=== memoria_principal_ctrl ===
===== src/rtl/memoria_pkg.sv =====
// Shared definitions for the main-memory controller: widths,
// FSM state encoding and the power-on contents of each word.
package memoria_pkg;

  localparam int ADDR_W  = 5;
  localparam int DATA_W  = 3;
  localparam int TAG_W   = 3;
  localparam int INDEX_W = 2;
  localparam int DEPTH   = 1 << ADDR_W;
  localparam int CNT_W   = 4;

  typedef enum logic [1:0] {
    IDLE = 2'd0,
    WB   = 2'd1,
    RD   = 2'd2,
    DONE = 2'd3
  } state_e;

  // Word i comes out of reset holding the low bits of its address.
  function automatic logic [DATA_W-1:0] init_word(input int i);
    return DATA_W'(i % 8);
  endfunction

endpackage


===== src/rtl/memoria_principal_ctrl_latency_counter.sv =====
// Loadable 4-bit down-counter with a zero flag.
// Ports: clock, reset, load_i/load_val_i, dec_i, zero_o.
module latency_counter
  import memoria_pkg::*;
(
  input  logic             clock,
  input  logic             reset,
  input  logic             load_i,
  input  logic [CNT_W-1:0] load_val_i,
  input  logic             dec_i,
  output logic             zero_o
);

  logic [CNT_W-1:0] cnt_q;
  logic [CNT_W-1:0] cnt_d;

  always_comb begin
    cnt_d = cnt_q;
    if (load_i) begin
      cnt_d = load_val_i;
    end else if (dec_i && cnt_q != '0) begin
      cnt_d = cnt_q - CNT_W'(1);
    end
  end

  always_ff @(posedge clock or posedge reset) begin
    if (reset) cnt_q <= '0;
    else       cnt_q <= cnt_d;
  end

  assign zero_o = (cnt_q == '0);

endmodule


===== src/rtl/memoria_principal_ctrl.sv =====
// Main-memory store + controller behind memoriaCache: optional
// write-back then refill read, req/busy/done handshake.
// Ports: clock, reset, req, wb, rd_address, wb_address, wb_data,
// busy, done, rd_data; rd_count/wb_count when MEM_STATS_EN is defined.
module memoria_principal_ctrl
  import memoria_pkg::*;
#(
  parameter int unsigned LATENCY = 4
) (
  input  logic              clock,
  input  logic              reset,
  input  logic              req,
  input  logic              wb,
  input  logic [ADDR_W-1:0] rd_address,
  input  logic [ADDR_W-1:0] wb_address,
  input  logic [DATA_W-1:0] wb_data,
  output logic              busy,
  output logic              done,
`ifdef MEM_STATS_EN
  output logic [7:0]        rd_count,
  output logic [7:0]        wb_count,
`endif
  output logic [DATA_W-1:0] rd_data
);

  localparam logic [CNT_W-1:0] RELOAD = CNT_W'(LATENCY - 1);

  state_e state_q, state_d;

  logic [ADDR_W-1:0] rd_addr_q;
  logic [ADDR_W-1:0] wb_addr_q;
  logic [DATA_W-1:0] wb_data_q;
  logic [DATA_W-1:0] rd_data_q;
  logic [DATA_W-1:0] mem_q [DEPTH];

  logic latch;
  logic load;
  logic dec;
  logic cnt_zero;
  logic mem_we;
  logic rd_we;

  latency_counter u_cnt (
    .clock      (clock),
    .reset      (reset),
    .load_i     (load),
    .load_val_i (RELOAD),
    .dec_i      (dec),
    .zero_o     (cnt_zero)
  );

  always_comb begin
    state_d = state_q;
    latch   = 1'b0;
    load    = 1'b0;
    dec     = 1'b0;
    mem_we  = 1'b0;
    rd_we   = 1'b0;
    unique case (state_q)
      IDLE: begin
        if (req) begin
          latch   = 1'b1;
          load    = 1'b1;
          state_d = wb ? WB : RD;
        end
      end
      WB: begin
        if (cnt_zero) begin
          mem_we  = 1'b1;
          load    = 1'b1;
          state_d = RD;
        end else begin
          dec = 1'b1;
        end
      end
      RD: begin
        if (cnt_zero) begin
          rd_we   = 1'b1;
          state_d = DONE;
        end else begin
          dec = 1'b1;
        end
      end
      DONE: state_d = IDLE;
      default: state_d = IDLE;
    endcase
  end

  always_ff @(posedge clock or posedge reset) begin
    if (reset) begin
      state_q   <= IDLE;
      rd_addr_q <= '0;
      wb_addr_q <= '0;
      wb_data_q <= '0;
      rd_data_q <= '0;
    end else begin
      state_q <= state_d;
      if (latch) begin
        rd_addr_q <= rd_address;
        wb_addr_q <= wb_address;
        wb_data_q <= wb_data;
      end
      if (rd_we) rd_data_q <= mem_q[rd_addr_q];
    end
  end

  // The write-back lands one edge or more before the refill read,
  // so a same-address refill sees the new data.
  always_ff @(posedge clock or posedge reset) begin
    if (reset) begin
      for (int i = 0; i < DEPTH; i++) begin
        mem_q[i] <= init_word(i);
      end
    end else if (mem_we) begin
      mem_q[wb_addr_q] <= wb_data_q;
    end
  end

`ifdef MEM_STATS_EN
  logic [7:0] rd_cnt_q;
  logic [7:0] wb_cnt_q;

  always_ff @(posedge clock or posedge reset) begin
    if (reset) begin
      rd_cnt_q <= '0;
      wb_cnt_q <= '0;
    end else begin
      if (rd_we && rd_cnt_q != 8'hFF) rd_cnt_q <= rd_cnt_q + 8'd1;
      if (mem_we && wb_cnt_q != 8'hFF) wb_cnt_q <= wb_cnt_q + 8'd1;
    end
  end

  assign rd_count = rd_cnt_q;
  assign wb_count = wb_cnt_q;
`endif

  assign busy    = (state_q == WB) || (state_q == RD);
  assign done    = (state_q == DONE);
  assign rd_data = rd_data_q;

endmodule

===== config.mk =====
export PLATFORM = sky130hd
export DESIGN_NAME = memoria_principal_ctrl
export DESIGN_NICKNAME = d
export VERILOG_FILES = /design/src/rtl/memoria_pkg.sv /design/src/rtl/memoria_principal_ctrl_latency_counter.sv /design/src/rtl/memoria_principal_ctrl.sv
export SDC_FILE = /design/constraint.sdc
export NUM_CORES = 1
export LEC_CHECK = 0
export CORE_MARGIN = 2
export CORE_UTILIZATION = 42
export DETAILED_ROUTE_END_ITERATION = 7
export GPL_TIMING_DRIVEN = 0
export MAX_ROUTING_LAYER = met4
export SKIP_LAST_GASP = 1
export SLEW_MARGIN = 10
export SYNTH_ARGS = -nofsm -noshare
export SYNTH_HDL_FRONTEND = slang
export SYNTH_SLANG_ARGS = --single-unit

===== constraint.sdc =====
create_clock -name clock -period 3.7 [get_ports clock]
set_input_delay 0.74 -clock clock [delete_from_list [all_inputs] [get_ports clock]]
set_output_delay 0.74 -clock clock [all_outputs]
set_load 0.01 [all_outputs]

memoria_principal_ctrl, wire density map:
The bar under the picture is 20 µm long. 24 x 24 tiles, from black (low) to pale yellow (high), scaled to the fullest tile. Values are wire area over tile area, all layers added.
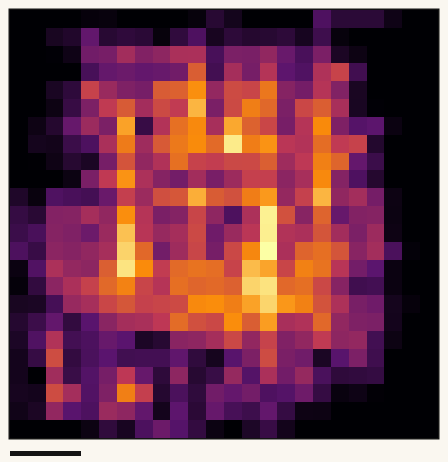
The mean over all tiles is 0.15. The fullest tile reaches 0.50. 21% of the tiles are nearly empty. 23% of the tiles are over half the peak.
GRT Overall Usage: 21.3%
DR WL/cell: 20.8 µm

==> flow_summary_export.csv <==
group,metric,value,unit
outcome,status,"finished clean",
die,io_pins,22,
cts,postCtsHoldBufs,0,
power,top_power_group,"combinational logic",
global_route,busiest_layer,"met2",
place,gp_congestion,0.854,
critical_path,path_depth,7,
synth,yosysSeqAreaShare,52.7,%
synth,ys_cells,434,
finish,largest_reg_flops,96,
cts,clock_latency,0.42,ns
finish,buffers,49,
synth,synth-async-reset-ratio,100,%
synth,edf_count,0,
critical_path,worstReg2RegStart,"u_cnt.cnt_q[0]$_DFFE_PP0P_",
critical_path,crit_path_top_delay_cell,"nor3b_2",
critical_path,cp-start-kind,"flop",
synth,yosys_register_bits,118,
power,seqPwrFrac,33.4,%
finish,largestRegisters,"mem_q: 96 flops, rd_addr_q: 5 flops, wb_addr_q: 5 flops",
route,first_pass_iters,4,
finish,fin_area,0.00679,mm²
global_route,overflow,0,
critical_path,cp_data_arrival_time,2.92,ns
global_route,grt_use_met1,27.6,%
memoria_principal_ctrl, placement view:
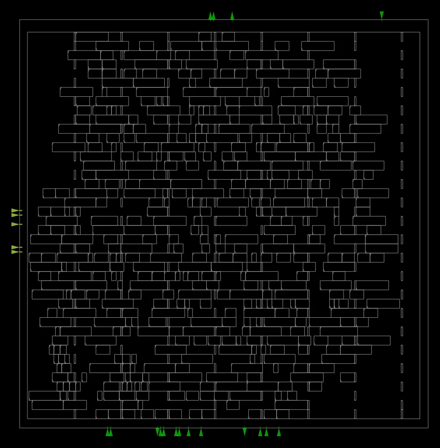
core area: 0.0132 mm²
FILL cells: 1,173


=== note_chart_sequencer_flat ===
note_chart_sequencer_flat, placement view:
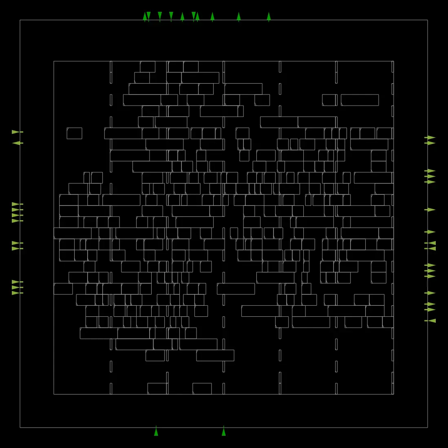
note_chart_sequencer_flat, placement by cell class:
Fill, decap, tap and diode cells in gray.
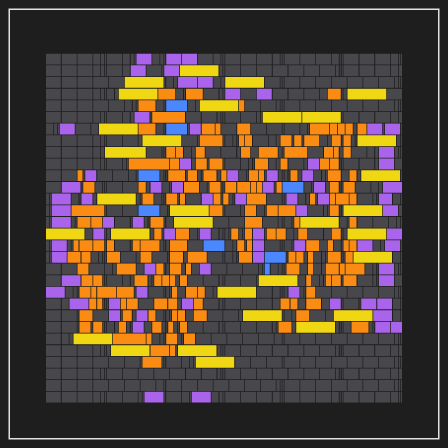
note_chart_sequencer_flat, wire density map:
The bar under the picture is 20 µm long. 20 x 20 tiles, from black (low) to pale yellow (high), scaled to the fullest tile. Values are wire area over tile area, all layers added.
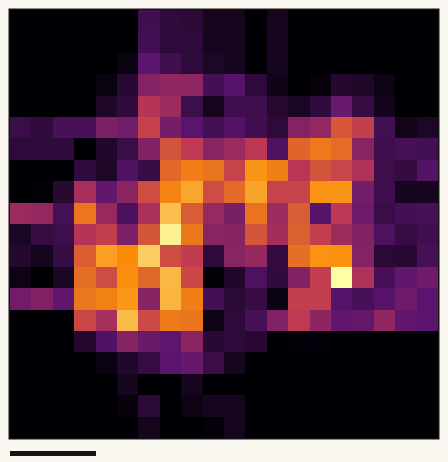
<file path="src/rtl/note_chart_sequencer_if.sv">
// Spawn-event handshake between the chart sequencer (master) and the lane renderers (slave).
// The master holds spawn_lanes steady while spawn_valid is high and spawn_ready is low.
interface note_chart_sequencer_if #(
  parameter int NUM_LANES = 4
) ();
  logic                 spawn_valid;
  logic [NUM_LANES-1:0] spawn_lanes;
  logic                 spawn_ready;

  modport master (output spawn_valid, output spawn_lanes, input spawn_ready);
  modport slave  (input spawn_valid, input spawn_lanes, output spawn_ready);
endinterface

</file>
<file path="src/rtl/note_chart_sequencer.sv">
// Walks a {lanes, delta} note chart in a synchronous ROM, waits each entry's frame delay,
// then offers the lane mask over a valid/ready spawn interface.
module note_chart_sequencer #(
  parameter  int NUM_LANES   = 4,
  parameter  int DELTA_W     = 8,
  parameter  int CHART_DEPTH = 64,
  localparam int ADDR_W      = $clog2(CHART_DEPTH),
  localparam int ENTRY_W     = NUM_LANES + DELTA_W
) (
  input  logic                clk,
  input  logic                rst_n,
  input  logic                frame_tick_i,
  input  logic                start_i,
  input  logic                stop_i,
  input  logic                pause_i,
  output logic [ADDR_W-1:0]   chart_addr_o,
  input  logic [ENTRY_W-1:0]  chart_data_i,
  note_chart_sequencer_if.master spawn_if,
  output logic                busy_o,
  output logic                done_o,
  output logic [ADDR_W:0]     spawn_count_o
);

  typedef enum logic [2:0] {
    S_IDLE,
    S_FETCH,
    S_WAIT,
    S_COUNT,
    S_EMIT,
    S_DONE
  } state_t;

  state_t                 state_q;
  logic [ADDR_W-1:0]      addr_q;
  logic                   valid_q;
  logic [NUM_LANES-1:0]   lanes_q;
  logic [ADDR_W:0]        count_q;
  logic [ADDR_W:0]        count_d;
  logic [DELTA_W-1:0]     cnt_q;
  logic                   busy_q;
  logic                   done_q;

  logic [NUM_LANES-1:0]   entry_lanes;
  logic [DELTA_W-1:0]     entry_delta;
  logic                   last_entry;

  assign entry_lanes = chart_data_i[ENTRY_W-1:DELTA_W];
  assign entry_delta = chart_data_i[DELTA_W-1:0];
  assign last_entry  = (addr_q == ADDR_W'(CHART_DEPTH - 1));
  // Accepted-spawn counter sticks at all-ones rather than wrapping.
  assign count_d     = (count_q == '1) ? count_q : count_q + (ADDR_W + 1)'(1);

  always_ff @(posedge clk or negedge rst_n) begin
    if (!rst_n) begin
      state_q <= S_IDLE;
      addr_q  <= '0;
      valid_q <= 1'b0;
      lanes_q <= '0;
      count_q <= '0;
      cnt_q   <= '0;
      busy_q  <= 1'b0;
      done_q  <= 1'b0;
    end else if (stop_i) begin
      // Abort outranks start and an in-flight accept; the accept is dropped uncounted.
      state_q <= S_IDLE;
      valid_q <= 1'b0;
      busy_q  <= 1'b0;
      done_q  <= 1'b0;
    end else begin
      case (state_q)
        S_IDLE, S_DONE: begin
          if (start_i) begin
            state_q <= S_FETCH;
            addr_q  <= '0;
            count_q <= '0;
            busy_q  <= 1'b1;
            done_q  <= 1'b0;
          end
        end
        S_FETCH: state_q <= S_WAIT;
        S_WAIT: begin
          if (entry_lanes == '0 && entry_delta == '0) begin
            state_q <= S_DONE;
            busy_q  <= 1'b0;
            done_q  <= 1'b1;
          end else begin
            lanes_q <= entry_lanes;
            cnt_q   <= entry_delta;
            if (entry_delta == '0) begin
              state_q <= S_EMIT;
              valid_q <= 1'b1;
            end else begin
              state_q <= S_COUNT;
            end
          end
        end
        S_COUNT: begin
          if (frame_tick_i && !pause_i) begin
            cnt_q <= cnt_q - DELTA_W'(1);
            if (cnt_q == DELTA_W'(1)) begin
              state_q <= S_EMIT;
              valid_q <= 1'b1;
            end
          end
        end
        S_EMIT: begin
          if (spawn_if.spawn_ready) begin
            valid_q <= 1'b0;
            count_q <= count_d;
            if (last_entry) begin
              state_q <= S_DONE;
              busy_q  <= 1'b0;
              done_q  <= 1'b1;
            end else begin
              addr_q  <= addr_q + ADDR_W'(1);
              state_q <= S_FETCH;
            end
          end
        end
        default: begin
          state_q <= S_IDLE;
          valid_q <= 1'b0;
          busy_q  <= 1'b0;
          done_q  <= 1'b0;
        end
      endcase
    end
  end

  assign chart_addr_o         = addr_q;
  assign spawn_if.spawn_valid = valid_q;
  assign spawn_if.spawn_lanes = lanes_q;
  assign busy_o               = busy_q;
  assign done_o               = done_q;
  assign spawn_count_o        = count_q;

endmodule

</file>
<file path="src/flat_wrapper.sv">
// flat-port wrapper written by rule: the top's interface ports become plain ports
module note_chart_sequencer_flat 
#(
  parameter  int NUM_LANES   = 4,
  parameter  int DELTA_W     = 8,
  parameter  int CHART_DEPTH = 64,
  localparam int ADDR_W      = $clog2(CHART_DEPTH),
  localparam int ENTRY_W     = NUM_LANES + DELTA_W
)
  (clk, rst_n, frame_tick_i, start_i, stop_i, pause_i, chart_addr_o, chart_data_i, busy_o, done_o, spawn_count_o, spawn_if_spawn_valid, spawn_if_spawn_lanes, spawn_if_spawn_ready);
  note_chart_sequencer_if #(.NUM_LANES(NUM_LANES)) spawn_if_i ();
  input  logic clk;
  input  logic rst_n;
  input  logic frame_tick_i;
  input  logic start_i;
  input  logic stop_i;
  input  logic pause_i;
  output logic [ADDR_W-1:0] chart_addr_o;
  input  logic [ENTRY_W-1:0] chart_data_i;
  output logic busy_o;
  output logic done_o;
  output logic [ADDR_W:0] spawn_count_o;
  output wire logic [$bits(spawn_if_i.spawn_valid)-1:0] spawn_if_spawn_valid;
  output wire logic [$bits(spawn_if_i.spawn_lanes)-1:0] spawn_if_spawn_lanes;
  input wire logic [$bits(spawn_if_i.spawn_ready)-1:0] spawn_if_spawn_ready;
  assign spawn_if_spawn_valid = spawn_if_i.spawn_valid;
  assign spawn_if_spawn_lanes = spawn_if_i.spawn_lanes;
  assign spawn_if_i.spawn_ready = spawn_if_spawn_ready;
  note_chart_sequencer #(.NUM_LANES(NUM_LANES), .DELTA_W(DELTA_W), .CHART_DEPTH(CHART_DEPTH)) u_core (.clk(clk), .rst_n(rst_n), .frame_tick_i(frame_tick_i), .start_i(start_i), .stop_i(stop_i), .pause_i(pause_i), .chart_addr_o(chart_addr_o), .chart_data_i(chart_data_i), .spawn_if(spawn_if_i), .busy_o(busy_o), .done_o(done_o), .spawn_count_o(spawn_count_o));
endmodule
</file>
<file path="config.mk">
export PLATFORM = sky130hd
export DESIGN_NAME = note_chart_sequencer_flat
export DESIGN_NICKNAME = d
export VERILOG_FILES = /design/src/rtl/note_chart_sequencer_if.sv /design/src/rtl/note_chart_sequencer.sv /design/src/flat_wrapper.sv
export SDC_FILE = /design/constraint.sdc
export NUM_CORES = 1
export LEC_CHECK = 0
export CAP_MARGIN = 0
export CORE_MARGIN = 8
export CORE_UTILIZATION = 30
export DETAILED_ROUTE_END_ITERATION = 8
export GPL_ROUTABILITY_DRIVEN = 1
export SLEW_MARGIN = 20
export SYNTH_ARGS = -nofsm -noshare
export SYNTH_HDL_FRONTEND = slang
export SYNTH_SLANG_ARGS = --single-unit
</file>
<file path="constraint.sdc">
create_clock -name clk -period 1.93 [get_ports clk]
set_input_delay 0.4825 -clock clk [delete_from_list [all_inputs] [get_ports clk]]
set_output_delay 0.4825 -clock clk [all_outputs]
set_load 0.02 [all_outputs]
</file>
==> flow_summary_export.csv <==
group,metric,value,unit
critical_path,rr_endpoint,"u_core.spawn_count_o[0]$_DFFE_PN0P_",
outcome,status,"finished clean",
critical_path,worstPathCellList,"clkdlybuf4s50_1 -> nor4_4 -> buf_4 -> and4_1 -> nor3_1 -> a211o_1",
finish,syn_to_final_growth,40.7,%
route,ant_nets,0,
synth,synthDistinctLibCells,64,
die,io_pins,39,
run,max_cap_violations,0,
critical_path,cp.required,2.10,ns
finish,drive_above_1_share,23.7,%
finish,buffers,75,
place,portBuffers,38,
synth,yosysWarnings,0,
route,wl_met1,2780,µm
cts,tritoncts,"yes",
synth,ys_sh_xor,0.830,%
finish,logic_gates,168,
final_timing,slew_violations,0,
## Picture notes: 'placement view' of note_chart_sequencer_flat
# Taps: 96
sequential cell count: 31
flop share of the area: 26.2%
Final Util: 43.7%

## Picture notes: 'placement by cell class' of note_chart_sequencer_flat
remaining buffers and delay cells: in purple, cells 75. clock drivers and dummy loads: in blue, cells 8. remaining logic cells: in orange, cells 177. registers: in yellow, cells 31.

## Picture notes: 'wire density map' of note_chart_sequencer_flat
The mean over all tiles is 0.096. 36% of the tiles are nearly empty. 17% of the tiles are over half the peak.
GRT Overall Usage: 12.7%
routed vias: 2,050
final wirelength: 6040 µm


=== jtag_dma_ctrl ===
jtag_dma_ctrl, wire density map:
The bar under the picture is 50 µm long. 30 x 30 tiles, from black (low) to pale yellow (high), scaled to the fullest tile. Values are wire area over tile area, all layers added.
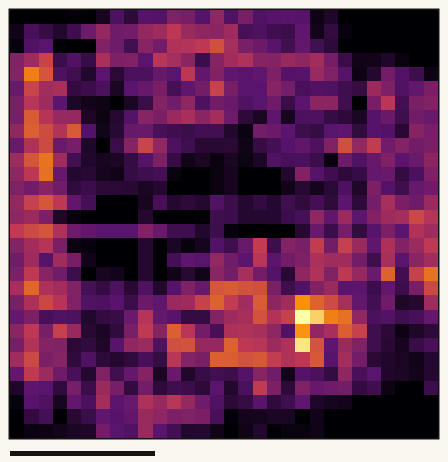
jtag_dma_ctrl, sequential cells grouped by signal name:
Other sequential cells in the stronger gray, the rest of the logic in the fainter gray.
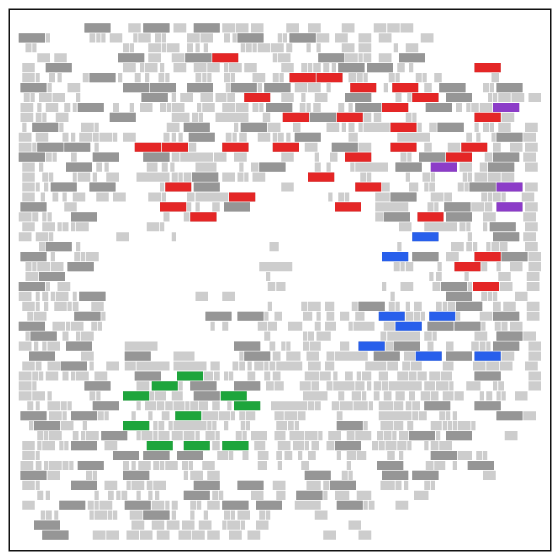
jtag_dma_ctrl, placement view:
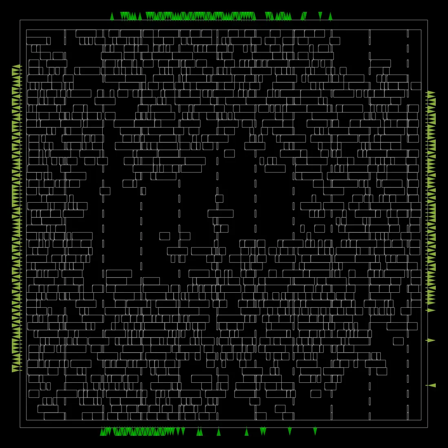
$ cat config.mk
export PLATFORM = sky130hd
export DESIGN_NAME = jtag_dma_ctrl
export DESIGN_NICKNAME = d
export VERILOG_FILES = /design/src/rtl/jtag_dma_ctrl.sv
export SDC_FILE = /design/constraint.sdc
export NUM_CORES = 1
export LEC_CHECK = 0
export CAP_MARGIN = 20
export CORE_MARGIN = 2
export CORE_UTILIZATION = 35
export CTS_CLUSTER_DIAMETER = 50
export CTS_CLUSTER_SIZE = 8
export DETAILED_ROUTE_END_ITERATION = 10
export PLACE_DENSITY = 0.69
export SKIP_LAST_GASP = 1
export SLEW_MARGIN = 20
export SYNTH_ARGS = -nofsm -noshare
export SYNTH_HDL_FRONTEND = slang
export SYNTH_SLANG_ARGS = --single-unit
export TNS_END_PERCENT = 30
$ cat constraint.sdc
create_clock -name JTCK -period 3.2 [get_ports JTCK]
set_input_delay 0.32 -clock JTCK [delete_from_list [all_inputs] [get_ports JTCK]]
set_output_delay 0.32 -clock JTCK [all_outputs]
set_load 0.02 [all_outputs]
$ cat src/rtl/jtag_dma_ctrl.sv
`default_nettype none
// ---------------------------------------------------------------------------
// Module : jtag_dma_ctrl
// Brief  : Bus-side burst engine for the DMA half of the JTAG ping-pong buffer.
// Rev    : 1.0
// ---------------------------------------------------------------------------
module jtag_dma_ctrl #(
    parameter int ADDR_WIDTH     = 32,
    parameter int DATA_WIDTH     = 32,
    parameter int PP_ADDR_WIDTH  = 9,
    parameter int TIMEOUT_CYCLES = 1023
) (
    input  logic                     JTCK,
    input  logic                     JRSTN,
    input  logic [ADDR_WIDTH-1:0]    dma_address,
    input  logic [3:0]               dma_byte_enable,
    input  logic [7:0]               dma_burst_size,
    input  logic                     dma_data_ready,
    input  logic                     dma_readReady,
    output logic                     switch_ready,
    output logic [PP_ADDR_WIDTH-1:0] pp_address,
    output logic                     pp_writeEnable,
    output logic [DATA_WIDTH-1:0]    pp_dataIn,
    input  logic [DATA_WIDTH-1:0]    pp_dataOut,
    output logic                     bus_request,
    input  logic                     bus_grant,
    output logic                     bus_begin,
    output logic                     bus_read_nwrite,
    output logic [ADDR_WIDTH-1:0]    bus_address_out,
    output logic [7:0]               bus_burst_size,
    output logic [3:0]               bus_byte_enable_out,
    output logic [DATA_WIDTH-1:0]    bus_data_out,
    output logic                     bus_data_valid,
    input  logic                     bus_busy,
    input  logic [DATA_WIDTH-1:0]    bus_data_in,
    input  logic                     bus_data_in_valid,
    output logic                     bus_end,
    input  logic                     bus_error,
    output logic                     dma_busy,
    output logic [2:0]               dma_status
);

    localparam int IDLE_W = $clog2(TIMEOUT_CYCLES + 1);
    localparam logic [IDLE_W-1:0] TO_LAST = IDLE_W'(TIMEOUT_CYCLES - 1);

    typedef enum logic [3:0] {
        S_IDLE, S_REQ, S_BEGIN, S_WR_FETCH, S_WR_LOAD,
        S_WR_BEAT, S_WR_END, S_RD_BEAT, S_DONE
    } state_e;

    state_e                   state_q, state_d;
    logic [ADDR_WIDTH-1:0]    addr_q, addr_d;
    logic [3:0]               be_q, be_d;
    logic [7:0]               n_q, n_d;
    logic                     rd_q, rd_d;
    logic [7:0]               k_q, k_d;
    logic [IDLE_W-1:0]        idle_q, idle_d;
    logic [2:0]               status_q, status_d;
    logic                     switch_ready_q, switch_ready_d;
    logic [PP_ADDR_WIDTH-1:0] pp_addr_q, pp_addr_d;
    logic                     pp_we_q, pp_we_d;
    logic [DATA_WIDTH-1:0]    pp_din_q, pp_din_d;
    logic                     req_q, req_d;
    logic                     begin_q, begin_d;
    logic                     rnw_q, rnw_d;
    logic [ADDR_WIDTH-1:0]    baddr_q, baddr_d;
    logic [7:0]               bsize_q, bsize_d;
    logic [3:0]               bbe_q, bbe_d;
    logic [DATA_WIDTH-1:0]    bdo_q, bdo_d;
    logic                     bvalid_q, bvalid_d;
    logic                     bend_q, bend_d;
    logic                     busy_q, busy_d;

    always_comb begin
        state_d   = state_q;
        addr_d    = addr_q;
        be_d      = be_q;
        n_d       = n_q;
        rd_d      = rd_q;
        k_d       = k_q;
        idle_d    = idle_q;
        status_d  = status_q;
        pp_addr_d = pp_addr_q;
        pp_we_d   = 1'b0;
        pp_din_d  = pp_din_q;
        bdo_d     = bdo_q;

        if (state_q != S_IDLE && (dma_data_ready || dma_readReady))
            status_d[2] = 1'b1;

        case (state_q)
            S_IDLE: begin
                // A simultaneous read launch loses to the write
                if (dma_data_ready || dma_readReady) begin
                    addr_d   = dma_address;
                    be_d     = dma_byte_enable;
                    n_d      = dma_burst_size;
                    rd_d     = !dma_data_ready;
                    status_d = 3'b000;
                    k_d      = 8'd0;
                    state_d  = S_REQ;
                end
            end
            S_REQ:      if (bus_grant) state_d = S_BEGIN;
            S_BEGIN: begin
                idle_d  = '0;
                state_d = rd_q ? S_RD_BEAT : S_WR_FETCH;
            end
            S_WR_FETCH: state_d = S_WR_LOAD;
            S_WR_LOAD: begin
                bdo_d   = pp_dataOut;
                state_d = S_WR_BEAT;
            end
            S_WR_BEAT: begin
                if (!bus_busy) begin
                    if (k_q == n_q) begin
                        state_d = S_WR_END;
                    end else begin
                        k_d     = k_q + 8'd1;
                        state_d = S_WR_FETCH;
                    end
                end
            end
            S_WR_END:   state_d = S_DONE;
            S_RD_BEAT: begin
                if (bus_data_in_valid) begin
                    pp_we_d   = 1'b1;
                    pp_addr_d = PP_ADDR_WIDTH'(k_q);
                    pp_din_d  = bus_data_in;
                    idle_d    = '0;
                    if (k_q == n_q) state_d = S_DONE;
                    else            k_d     = k_q + 8'd1;
                end else if (idle_q == TO_LAST) begin
                    status_d[1] = 1'b1;
                    state_d     = S_DONE;
                end else begin
                    idle_d = idle_q + IDLE_W'(1);
                end
            end
            S_DONE: begin
                k_d     = 8'd0;
                state_d = S_IDLE;
            end
            default:    state_d = S_IDLE;
        endcase

        // Slave error aborts whatever was in flight; a pending beat is dropped
        if (state_q != S_IDLE && bus_error) begin
            status_d[0] = 1'b1;
            if (state_q != S_DONE) begin
                state_d   = S_DONE;
                k_d       = k_q;
                idle_d    = idle_q;
                pp_we_d   = 1'b0;
                pp_addr_d = pp_addr_q;
                pp_din_d  = pp_din_q;
            end
        end

        if (state_d == S_WR_FETCH)
            pp_addr_d = PP_ADDR_WIDTH'(k_d);

        switch_ready_d = (state_d == S_IDLE) || (state_d == S_DONE);
        busy_d         = (state_d != S_IDLE);
        req_d          = !switch_ready_d;
        begin_d        = (state_d == S_BEGIN);
        rnw_d          = begin_d ? rd_q : 1'b0;
        baddr_d        = begin_d ? addr_q : '0;
        bsize_d        = begin_d ? n_q : 8'd0;
        bbe_d          = begin_d ? be_q : 4'd0;
        bvalid_d       = (state_d == S_WR_BEAT);
        bend_d         = (state_d == S_WR_END);
    end

    always_ff @(posedge JTCK) begin
        if (!JRSTN) begin
            state_q        <= S_IDLE;
            addr_q         <= '0;
            be_q           <= '0;
            n_q            <= '0;
            rd_q           <= 1'b0;
            k_q            <= '0;
            idle_q         <= '0;
            status_q       <= '0;
            switch_ready_q <= 1'b1;
            pp_addr_q      <= '0;
            pp_we_q        <= 1'b0;
            pp_din_q       <= '0;
            req_q          <= 1'b0;
            begin_q        <= 1'b0;
            rnw_q          <= 1'b0;
            baddr_q        <= '0;
            bsize_q        <= '0;
            bbe_q          <= '0;
            bdo_q          <= '0;
            bvalid_q       <= 1'b0;
            bend_q         <= 1'b0;
            busy_q         <= 1'b0;
        end else begin
            state_q        <= state_d;
            addr_q         <= addr_d;
            be_q           <= be_d;
            n_q            <= n_d;
            rd_q           <= rd_d;
            k_q            <= k_d;
            idle_q         <= idle_d;
            status_q       <= status_d;
            switch_ready_q <= switch_ready_d;
            pp_addr_q      <= pp_addr_d;
            pp_we_q        <= pp_we_d;
            pp_din_q       <= pp_din_d;
            req_q          <= req_d;
            begin_q        <= begin_d;
            rnw_q          <= rnw_d;
            baddr_q        <= baddr_d;
            bsize_q        <= bsize_d;
            bbe_q          <= bbe_d;
            bdo_q          <= bdo_d;
            bvalid_q       <= bvalid_d;
            bend_q         <= bend_d;
            busy_q         <= busy_d;
        end
    end

    assign switch_ready        = switch_ready_q;
    assign pp_address          = pp_addr_q;
    assign pp_writeEnable      = pp_we_q;
    assign pp_dataIn           = pp_din_q;
    assign bus_request         = req_q;
    assign bus_begin           = begin_q;
    assign bus_read_nwrite     = rnw_q;
    assign bus_address_out     = baddr_q;
    assign bus_burst_size      = bsize_q;
    assign bus_byte_enable_out = bbe_q;
    assign bus_data_out        = bdo_q;
    assign bus_data_valid      = bvalid_q;
    assign bus_end             = bend_q;
    assign dma_busy            = busy_q;
    assign dma_status          = status_q;

endmodule
`default_nettype wire

==> flow_summary_export.csv <==
group,metric,value,unit
route,wl_met1,8710,µm
hold_path,hold_end,"pp_dataIn[16]$_SDFFE_PN0P_",
finish,inv_count,9,
cts,path_clk_slew,0.08,ns
place,hpwl,13600,µm
power,combPwrFrac,20.7,%
synth,edf_count,0,
route,topRoutingLayerUsed,"met4",
power,swShare,30.7,%
place,dpl_cell_area,0.00991,mm²
power,clkPwrFrac,34.5,%
global_route,antenna_found_initial,0,
finish,final_nets,1188,
cts,numCtsBuffers,17,
power,seqPwrFrac,44.8,%
final_timing,fin_tns_setup,0,ns
synth,synthAdderAreaFrac,0.519,%
final_timing,fmax,356,MHz
outcome,status,"finished clean",
hold_path,hold_depth,3,
synth,yosys_register_bits,194,
cts,clock_path_buffers,2,
finish,bufAreaShareNonClock,24.6,%
critical_path,rr_endpoint,"pp_address[5]$_SDFFE_PN0P_",
global_route,grt_usage,17.9,%
final_timing,worst_pin_slew,0.720,ns
About 'wire density map' of jtag_dma_ctrl:
The mean over all tiles is 0.15. The fullest tile reaches 0.61. The emptiest ninth of the die: center. 8.4% of the tiles are over half the peak. 11% of the tiles are nearly empty.

About 'sequential cells grouped by signal name' of jtag_dma_ctrl:
addr_q: in red, placed flops 32. n_q: in blue, placed flops 8, where east. bus_byte_enable_out: in purple, placed flops 4. idle_q: in green, placed flops 10.

About 'placement view' of jtag_dma_ctrl:
flop share of the area: 37.0%
core area: 0.0202 mm²
FILL cells: 1,867
fin cells: 1,352


=== ps2_mouse_decoder_flat ===
ps2_mouse_decoder_flat, placement by cell class:
Fill, decap, tap and diode cells in gray.
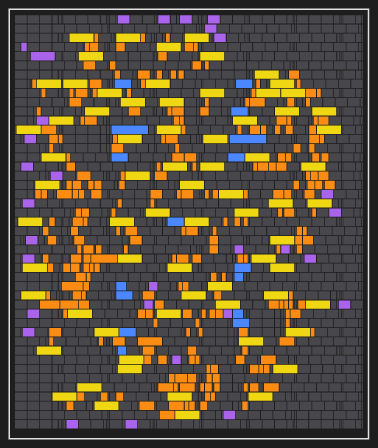
**config.mk**
```make
export PLATFORM = sky130hd
export DESIGN_NAME = ps2_mouse_decoder_flat
export DESIGN_NICKNAME = d
export VERILOG_FILES = /design/src/rtl/ps2_mouse_decoder_if.sv /design/src/rtl/ps2_mouse_decoder.sv /design/src/flat_wrapper.sv
export SDC_FILE = /design/constraint.sdc
export NUM_CORES = 1
export LEC_CHECK = 0
export CAP_MARGIN = 30
export CORE_ASPECT_RATIO = 1.2
export CORE_UTILIZATION = 24
export CTS_BUF_LIST = sky130_fd_sc_hd__clkbuf_4 sky130_fd_sc_hd__clkbuf_8
export DETAILED_ROUTE_END_ITERATION = 8
export PLACE_DENSITY_LB_ADDON = 0.05
export REMOVE_ABC_BUFFERS = 1
export SYNTH_ARGS = -nofsm -noshare
export SYNTH_HDL_FRONTEND = slang
export SYNTH_SLANG_ARGS = --single-unit
```
**constraint.sdc**
```tcl
create_clock -name clock -period 2.4 [get_ports clock]
set_input_delay 0.48 -clock clock [delete_from_list [all_inputs] [get_ports clock]]
set_output_delay 0.48 -clock clock [all_outputs]
set_load 0.05 [all_outputs]
```
**src/rtl/ps2_mouse_decoder_if.sv**
```systemverilog
// ps2_mouse_decoder_if
//   Bundles the raw PS/2 pins and the decoded mouse outputs. The decoder
//   connects through the master modport. The cursor/game logic that
//   consumes the packets connects through the slave modport.
//   ps2_clock, ps2_data : raw PS/2 pins, asynchronous to clock
//   mouse_clock         : packet strobe
//   mouse_button        : left button, 1 = pressed
//   mouse_delta_x       : signed X movement, positive = right
//   mouse_delta_y       : signed Y movement, positive = down
interface ps2_mouse_decoder_if;
    logic       ps2_clock;
    logic       ps2_data;
    logic       mouse_clock;
    logic       mouse_button;
    logic [8:0] mouse_delta_x;
    logic [8:0] mouse_delta_y;

    modport master (
        input  ps2_clock,
        input  ps2_data,
        output mouse_clock,
        output mouse_button,
        output mouse_delta_x,
        output mouse_delta_y
    );

    modport slave (
        output ps2_clock,
        output ps2_data,
        input  mouse_clock,
        input  mouse_button,
        input  mouse_delta_x,
        input  mouse_delta_y
    );
endinterface

```
**src/rtl/ps2_mouse_decoder.sv**
```systemverilog
// ps2_mouse_decoder
//   Receive-only PS/2 mouse decoder. It assembles 11-bit device-to-host
//   frames into 3-byte movement packets and publishes the left button and
//   the screen-oriented signed 9-bit X/Y deltas, followed by a strobe.
//   Ports:
//     clock  : system clock. All logic runs on its rising edge.
//     reset  : synchronous, active-high reset.
//     bus    : ps2_mouse_decoder_if.master (PS/2 pins in, mouse outputs out)
//   Parameters:
//     TIMEOUT_CYCLES : idle cycles before a partial frame or packet is dropped
//     STROBE_CYCLES  : width of the mouse_clock pulse (>= 1)
//   Build option:
//     PS2_MOUSE_PARITY_EN : when defined, odd parity is checked in STOP.
//
//   state  | meaning
//   IDLE   | waiting for a start bit (sample 0)
//   DATA   | shifting in 8 data bits, LSB first
//   PARITY | parity bit slot
//   STOP   | stop bit; accept (1) or discard (0) the byte
module ps2_mouse_decoder #(
    parameter int TIMEOUT_CYCLES = 10000,
    parameter int STROBE_CYCLES  = 2
) (
    input logic clock,
    input logic reset,
    ps2_mouse_decoder_if.master bus
);

    typedef enum logic [1:0] {
        IDLE   = 2'd0,
        DATA   = 2'd1,
        PARITY = 2'd2,
        STOP   = 2'd3
    } state_t;

    localparam int WD_W = $clog2(TIMEOUT_CYCLES + 1);
    localparam int ST_W = $clog2(STROBE_CYCLES + 1);
    localparam logic [WD_W-1:0] WD_LAST     = WD_W'(TIMEOUT_CYCLES - 1);
    localparam logic [ST_W-1:0] STROBE_LAST = ST_W'(STROBE_CYCLES - 1);

    logic clk_s1, clk_s2, clk_prev;
    logic dat_s1, dat_s2;
    logic fall;
    logic sample;

    state_t          state;
    logic [2:0]      bit_cnt;
    logic [7:0]      shift_reg;
    logic [1:0]      pkt_cnt;
    logic [WD_W-1:0] wd_cnt;

    logic       left_btn, x_sign, y_sign, x_ovf, y_ovf;
    logic [7:0] x_mag;

    logic            pub_pending;
    logic [ST_W-1:0] strobe_cnt;

    logic       strobe_q;
    logic       button_q;
    logic [8:0] dx_q;
    logic [8:0] dy_q;

    logic       parity_ok;
    logic [8:0] dx_next;
    logic [8:0] raw_y;
    logic [8:0] y_clamped;
    logic [8:0] dy_next;

    assign fall   = clk_prev & ~clk_s2;
    assign sample = dat_s2;

`ifdef PS2_MOUSE_PARITY_EN
    logic parity_bit;
    assign parity_ok = ^{shift_reg, parity_bit};
`else
    assign parity_ok = 1'b1;
`endif

    // Deltas are formed from the stored byte 0/1 fields and the byte that is
    // sitting in the shift register when byte 2's stop bit arrives.
    always_comb begin
        dx_next   = x_ovf ? (x_sign ? 9'h100 : 9'h0FF) : {x_sign, x_mag};
        raw_y     = {y_sign, shift_reg};
        y_clamped = y_ovf ? (y_sign ? 9'h100 : 9'h0FF) : raw_y;
        // -(-256) does not fit in 9 bits, so it saturates to +255.
        dy_next   = (y_clamped == 9'h100) ? 9'h0FF : (9'd0 - y_clamped);
    end

    always_ff @(posedge clock) begin
        if (reset) begin
            clk_s1      <= 1'b1;
            clk_s2      <= 1'b1;
            clk_prev    <= 1'b1;
            dat_s1      <= 1'b1;
            dat_s2      <= 1'b1;
            state       <= IDLE;
            bit_cnt     <= 3'd0;
            shift_reg   <= 8'd0;
            pkt_cnt     <= 2'd0;
            wd_cnt      <= '0;
            left_btn    <= 1'b0;
            x_sign      <= 1'b0;
            y_sign      <= 1'b0;
            x_ovf       <= 1'b0;
            y_ovf       <= 1'b0;
            x_mag       <= 8'd0;
            pub_pending <= 1'b0;
            strobe_cnt  <= '0;
            strobe_q    <= 1'b0;
            button_q    <= 1'b0;
            dx_q        <= 9'd0;
            dy_q        <= 9'd0;
`ifdef PS2_MOUSE_PARITY_EN
            parity_bit  <= 1'b0;
`endif
        end else begin
            clk_s1   <= bus.ps2_clock;
            clk_s2   <= clk_s1;
            clk_prev <= clk_s2;
            dat_s1   <= bus.ps2_data;
            dat_s2   <= dat_s1;

            // The strobe starts one cycle after the data update. A new
            // publication restarts the count.
            pub_pending <= 1'b0;
            if (pub_pending) begin
                strobe_q   <= 1'b1;
                strobe_cnt <= STROBE_LAST;
            end else if (strobe_q) begin
                if (strobe_cnt == '0)
                    strobe_q <= 1'b0;
                else
                    strobe_cnt <= strobe_cnt - ST_W'(1);
            end

            if (fall) begin
                // A falling edge takes priority over a coincident watchdog expiry.
                wd_cnt <= '0;
                case (state)
                    IDLE: begin
                        if (!sample) begin
                            state   <= DATA;
                            bit_cnt <= 3'd0;
                        end
                    end
                    DATA: begin
                        shift_reg <= {sample, shift_reg[7:1]};
                        if (bit_cnt == 3'd7) begin
                            state   <= PARITY;
                            bit_cnt <= 3'd0;
                        end else begin
                            bit_cnt <= bit_cnt + 3'd1;
                        end
                    end
                    PARITY: begin
`ifdef PS2_MOUSE_PARITY_EN
                        parity_bit <= sample;
`endif
                        state <= STOP;
                    end
                    default: begin
                        state <= IDLE;
                        if (sample && parity_ok) begin
                            case (pkt_cnt)
                                2'd0: begin
                                    // Bit 3 is always set in a header byte.
                                    // Without it, stay at 0 to resync.
                                    if (shift_reg[3]) begin
                                        left_btn <= shift_reg[0];
                                        x_sign   <= shift_reg[4];
                                        y_sign   <= shift_reg[5];
                                        x_ovf    <= shift_reg[6];
                                        y_ovf    <= shift_reg[7];
                                        pkt_cnt  <= 2'd1;
                                    end
                                end
                                2'd1: begin
                                    x_mag   <= shift_reg;
                                    pkt_cnt <= 2'd2;
                                end
                                default: begin
                                    button_q    <= left_btn;
                                    dx_q        <= dx_next;
                                    dy_q        <= dy_next;
                                    pub_pending <= 1'b1;
                                    pkt_cnt     <= 2'd0;
                                end
                            endcase
                        end else begin
                            pkt_cnt <= 2'd0;
                        end
                    end
                endcase
            end else if (state != IDLE || pkt_cnt != 2'd0) begin
                if (wd_cnt == WD_LAST) begin
                    wd_cnt  <= '0;
                    state   <= IDLE;
                    bit_cnt <= 3'd0;
                    pkt_cnt <= 2'd0;
                end else begin
                    wd_cnt <= wd_cnt + WD_W'(1);
                end
            end else begin
                wd_cnt <= '0;
            end
        end
    end

    assign bus.mouse_clock   = strobe_q;
    assign bus.mouse_button  = button_q;
    assign bus.mouse_delta_x = dx_q;
    assign bus.mouse_delta_y = dy_q;

endmodule

```
**src/flat_wrapper.sv**
```systemverilog
// flat-port wrapper written by rule: the top's interface ports become plain ports
module ps2_mouse_decoder_flat 
#(
    parameter int TIMEOUT_CYCLES = 10000,
    parameter int STROBE_CYCLES  = 2
)
  (clock, reset, bus_ps2_clock, bus_ps2_data, bus_mouse_clock, bus_mouse_button, bus_mouse_delta_x, bus_mouse_delta_y);
  ps2_mouse_decoder_if bus_i ();
  input logic clock;
  input logic reset;
  input wire logic [$bits(bus_i.ps2_clock)-1:0] bus_ps2_clock;
  input wire logic [$bits(bus_i.ps2_data)-1:0] bus_ps2_data;
  output wire logic [$bits(bus_i.mouse_clock)-1:0] bus_mouse_clock;
  output wire logic [$bits(bus_i.mouse_button)-1:0] bus_mouse_button;
  output wire logic [$bits(bus_i.mouse_delta_x)-1:0] bus_mouse_delta_x;
  output wire logic [$bits(bus_i.mouse_delta_y)-1:0] bus_mouse_delta_y;
  assign bus_i.ps2_clock = bus_ps2_clock;
  assign bus_i.ps2_data = bus_ps2_data;
  assign bus_mouse_clock = bus_i.mouse_clock;
  assign bus_mouse_button = bus_i.mouse_button;
  assign bus_mouse_delta_x = bus_i.mouse_delta_x;
  assign bus_mouse_delta_y = bus_i.mouse_delta_y;
  ps2_mouse_decoder #(.TIMEOUT_CYCLES(TIMEOUT_CYCLES), .STROBE_CYCLES(STROBE_CYCLES)) u_core (.clock(clock), .reset(reset), .bus(bus_i));
endmodule
```
==> flow_summary_export.csv <==
group,metric,value,unit
outcome,status,"finished clean",
synth,ys_sh_aoi,13.4,%
global_route,grt_max_degree,54,
finish,final_cells,532,
synth,syn_area,0.00310,mm²
die,taps,164,
global_route,grt_pass1_wl,12400,µm
synth,ys_area,0.00310,mm²
finish,drive_above_1_share,11.4,%
critical_path,worstPathMaxFanout,10,
power,clkPwrFrac,48.1,%
global_route,met3_usage,1.85,%
synth,synth_top_area_share,45.2,%
power,p_int,1800,µW
critical_path,crit_path_end,"u_core.bus.mouse_delta_y[7]$_SDFFE_PP0P_",
final_timing,fmax,450,MHz
About 'placement by cell class' of ps2_mouse_decoder_flat:
remaining buffers and delay cells: in purple, cells 30. clock drivers and dummy loads: in blue, cells 16. registers: in yellow, cells 70. remaining logic cells: in orange, cells 252.



==> screenshots <==
Zoomed window.
panel A
The bar under the picture is 20 µm long. Window x 12 to 62, y 12 to 62 µm. Cells in gray, sequential cells in the stronger gray; small squares are vias.
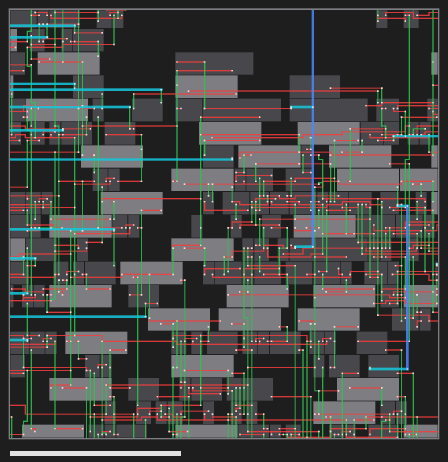
panel B
The bar under the picture is 20 µm long. Window x 1 to 51, y 7 to 57 µm. Cells in gray, sequential cells in the stronger gray; small squares are vias.
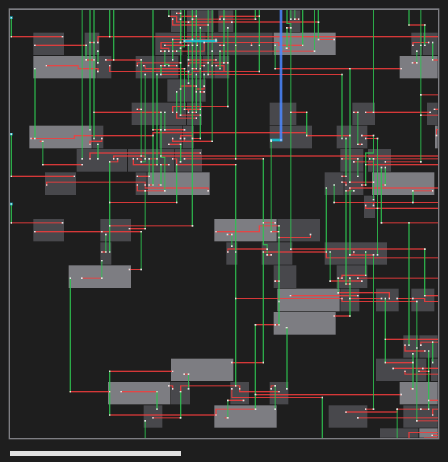
panel C
The bar under the picture is 20 µm long. Window x 0 to 50, y 0 to 50 µm. Cells in gray, sequential cells in the stronger gray; small squares are vias.
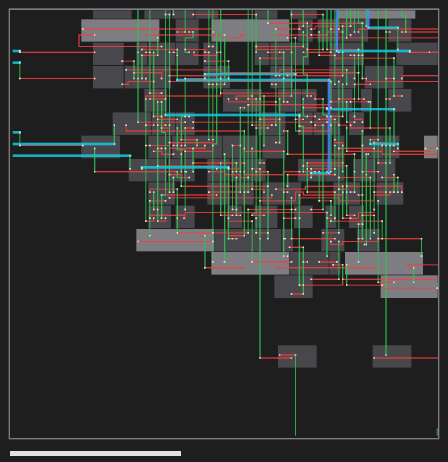
panel D
The bar under the picture is 20 µm long. Window x 5 to 55, y 5 to 55 µm. Cells in gray, sequential cells in the stronger gray; small squares are vias.
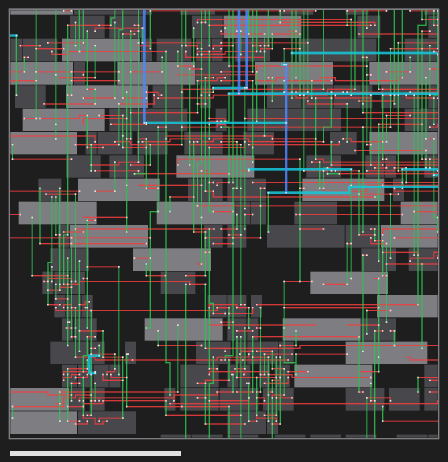
Panel D is memoria_principal_ctrl.
Panel C is note_chart_sequencer_flat.
Panel A is jtag_dma_ctrl.
Panel B is ps2_mouse_decoder_flat.


==> notes/layouts.md <==
Pictures saved along the way, in no particular order.

Sequential cells grouped by signal name.
Other sequential cells in the stronger gray, the rest of the logic in the fainter gray.
Plate I
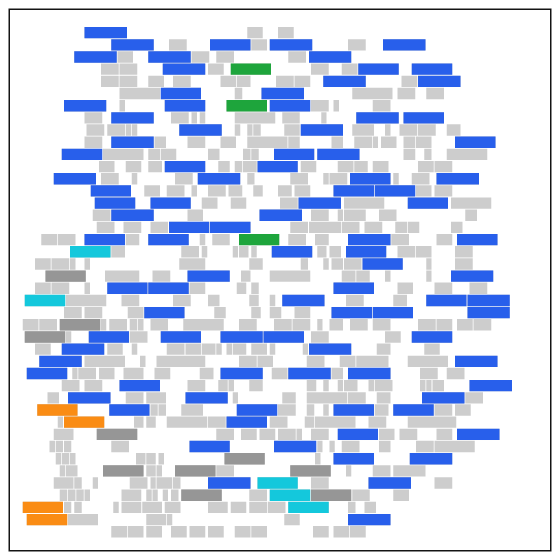
Plate II
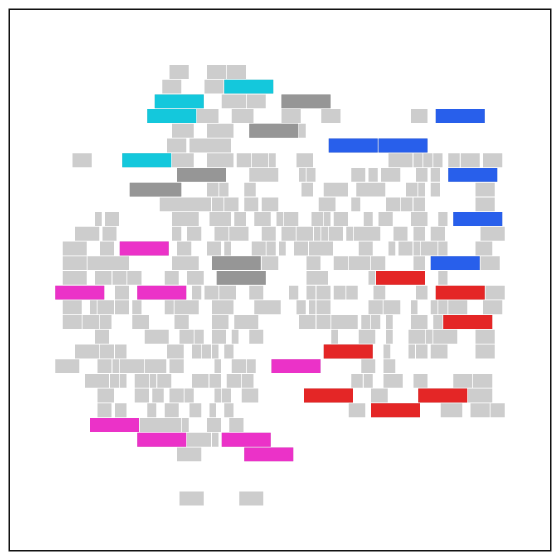
Plate III
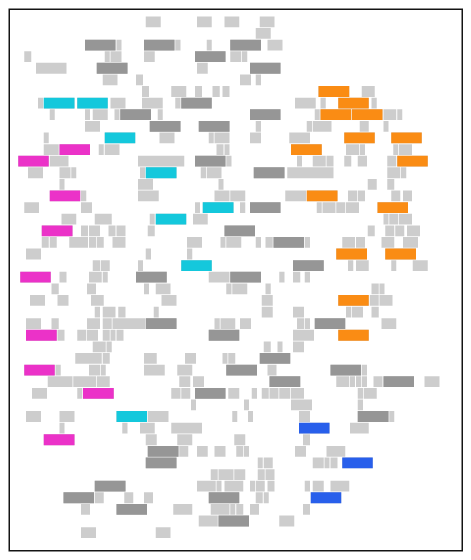
| picture | from |
|---|---|
| Plate I | memoria_principal_ctrl |
| Plate II | note_chart_sequencer_flat |
| Plate III | ps2_mouse_decoder_flat |

Key to Plate II:
u_core.cnt_q: in magenta, placed flops 8. u_core.spawn_if.spawn_lanes: in cyan, placed flops 4. u_core.chart_addr_o: in blue, placed flops 6, where north-east. u_core.spawn_count_o: in red, placed flops 7.

Power and IR drop assume default switching activity.
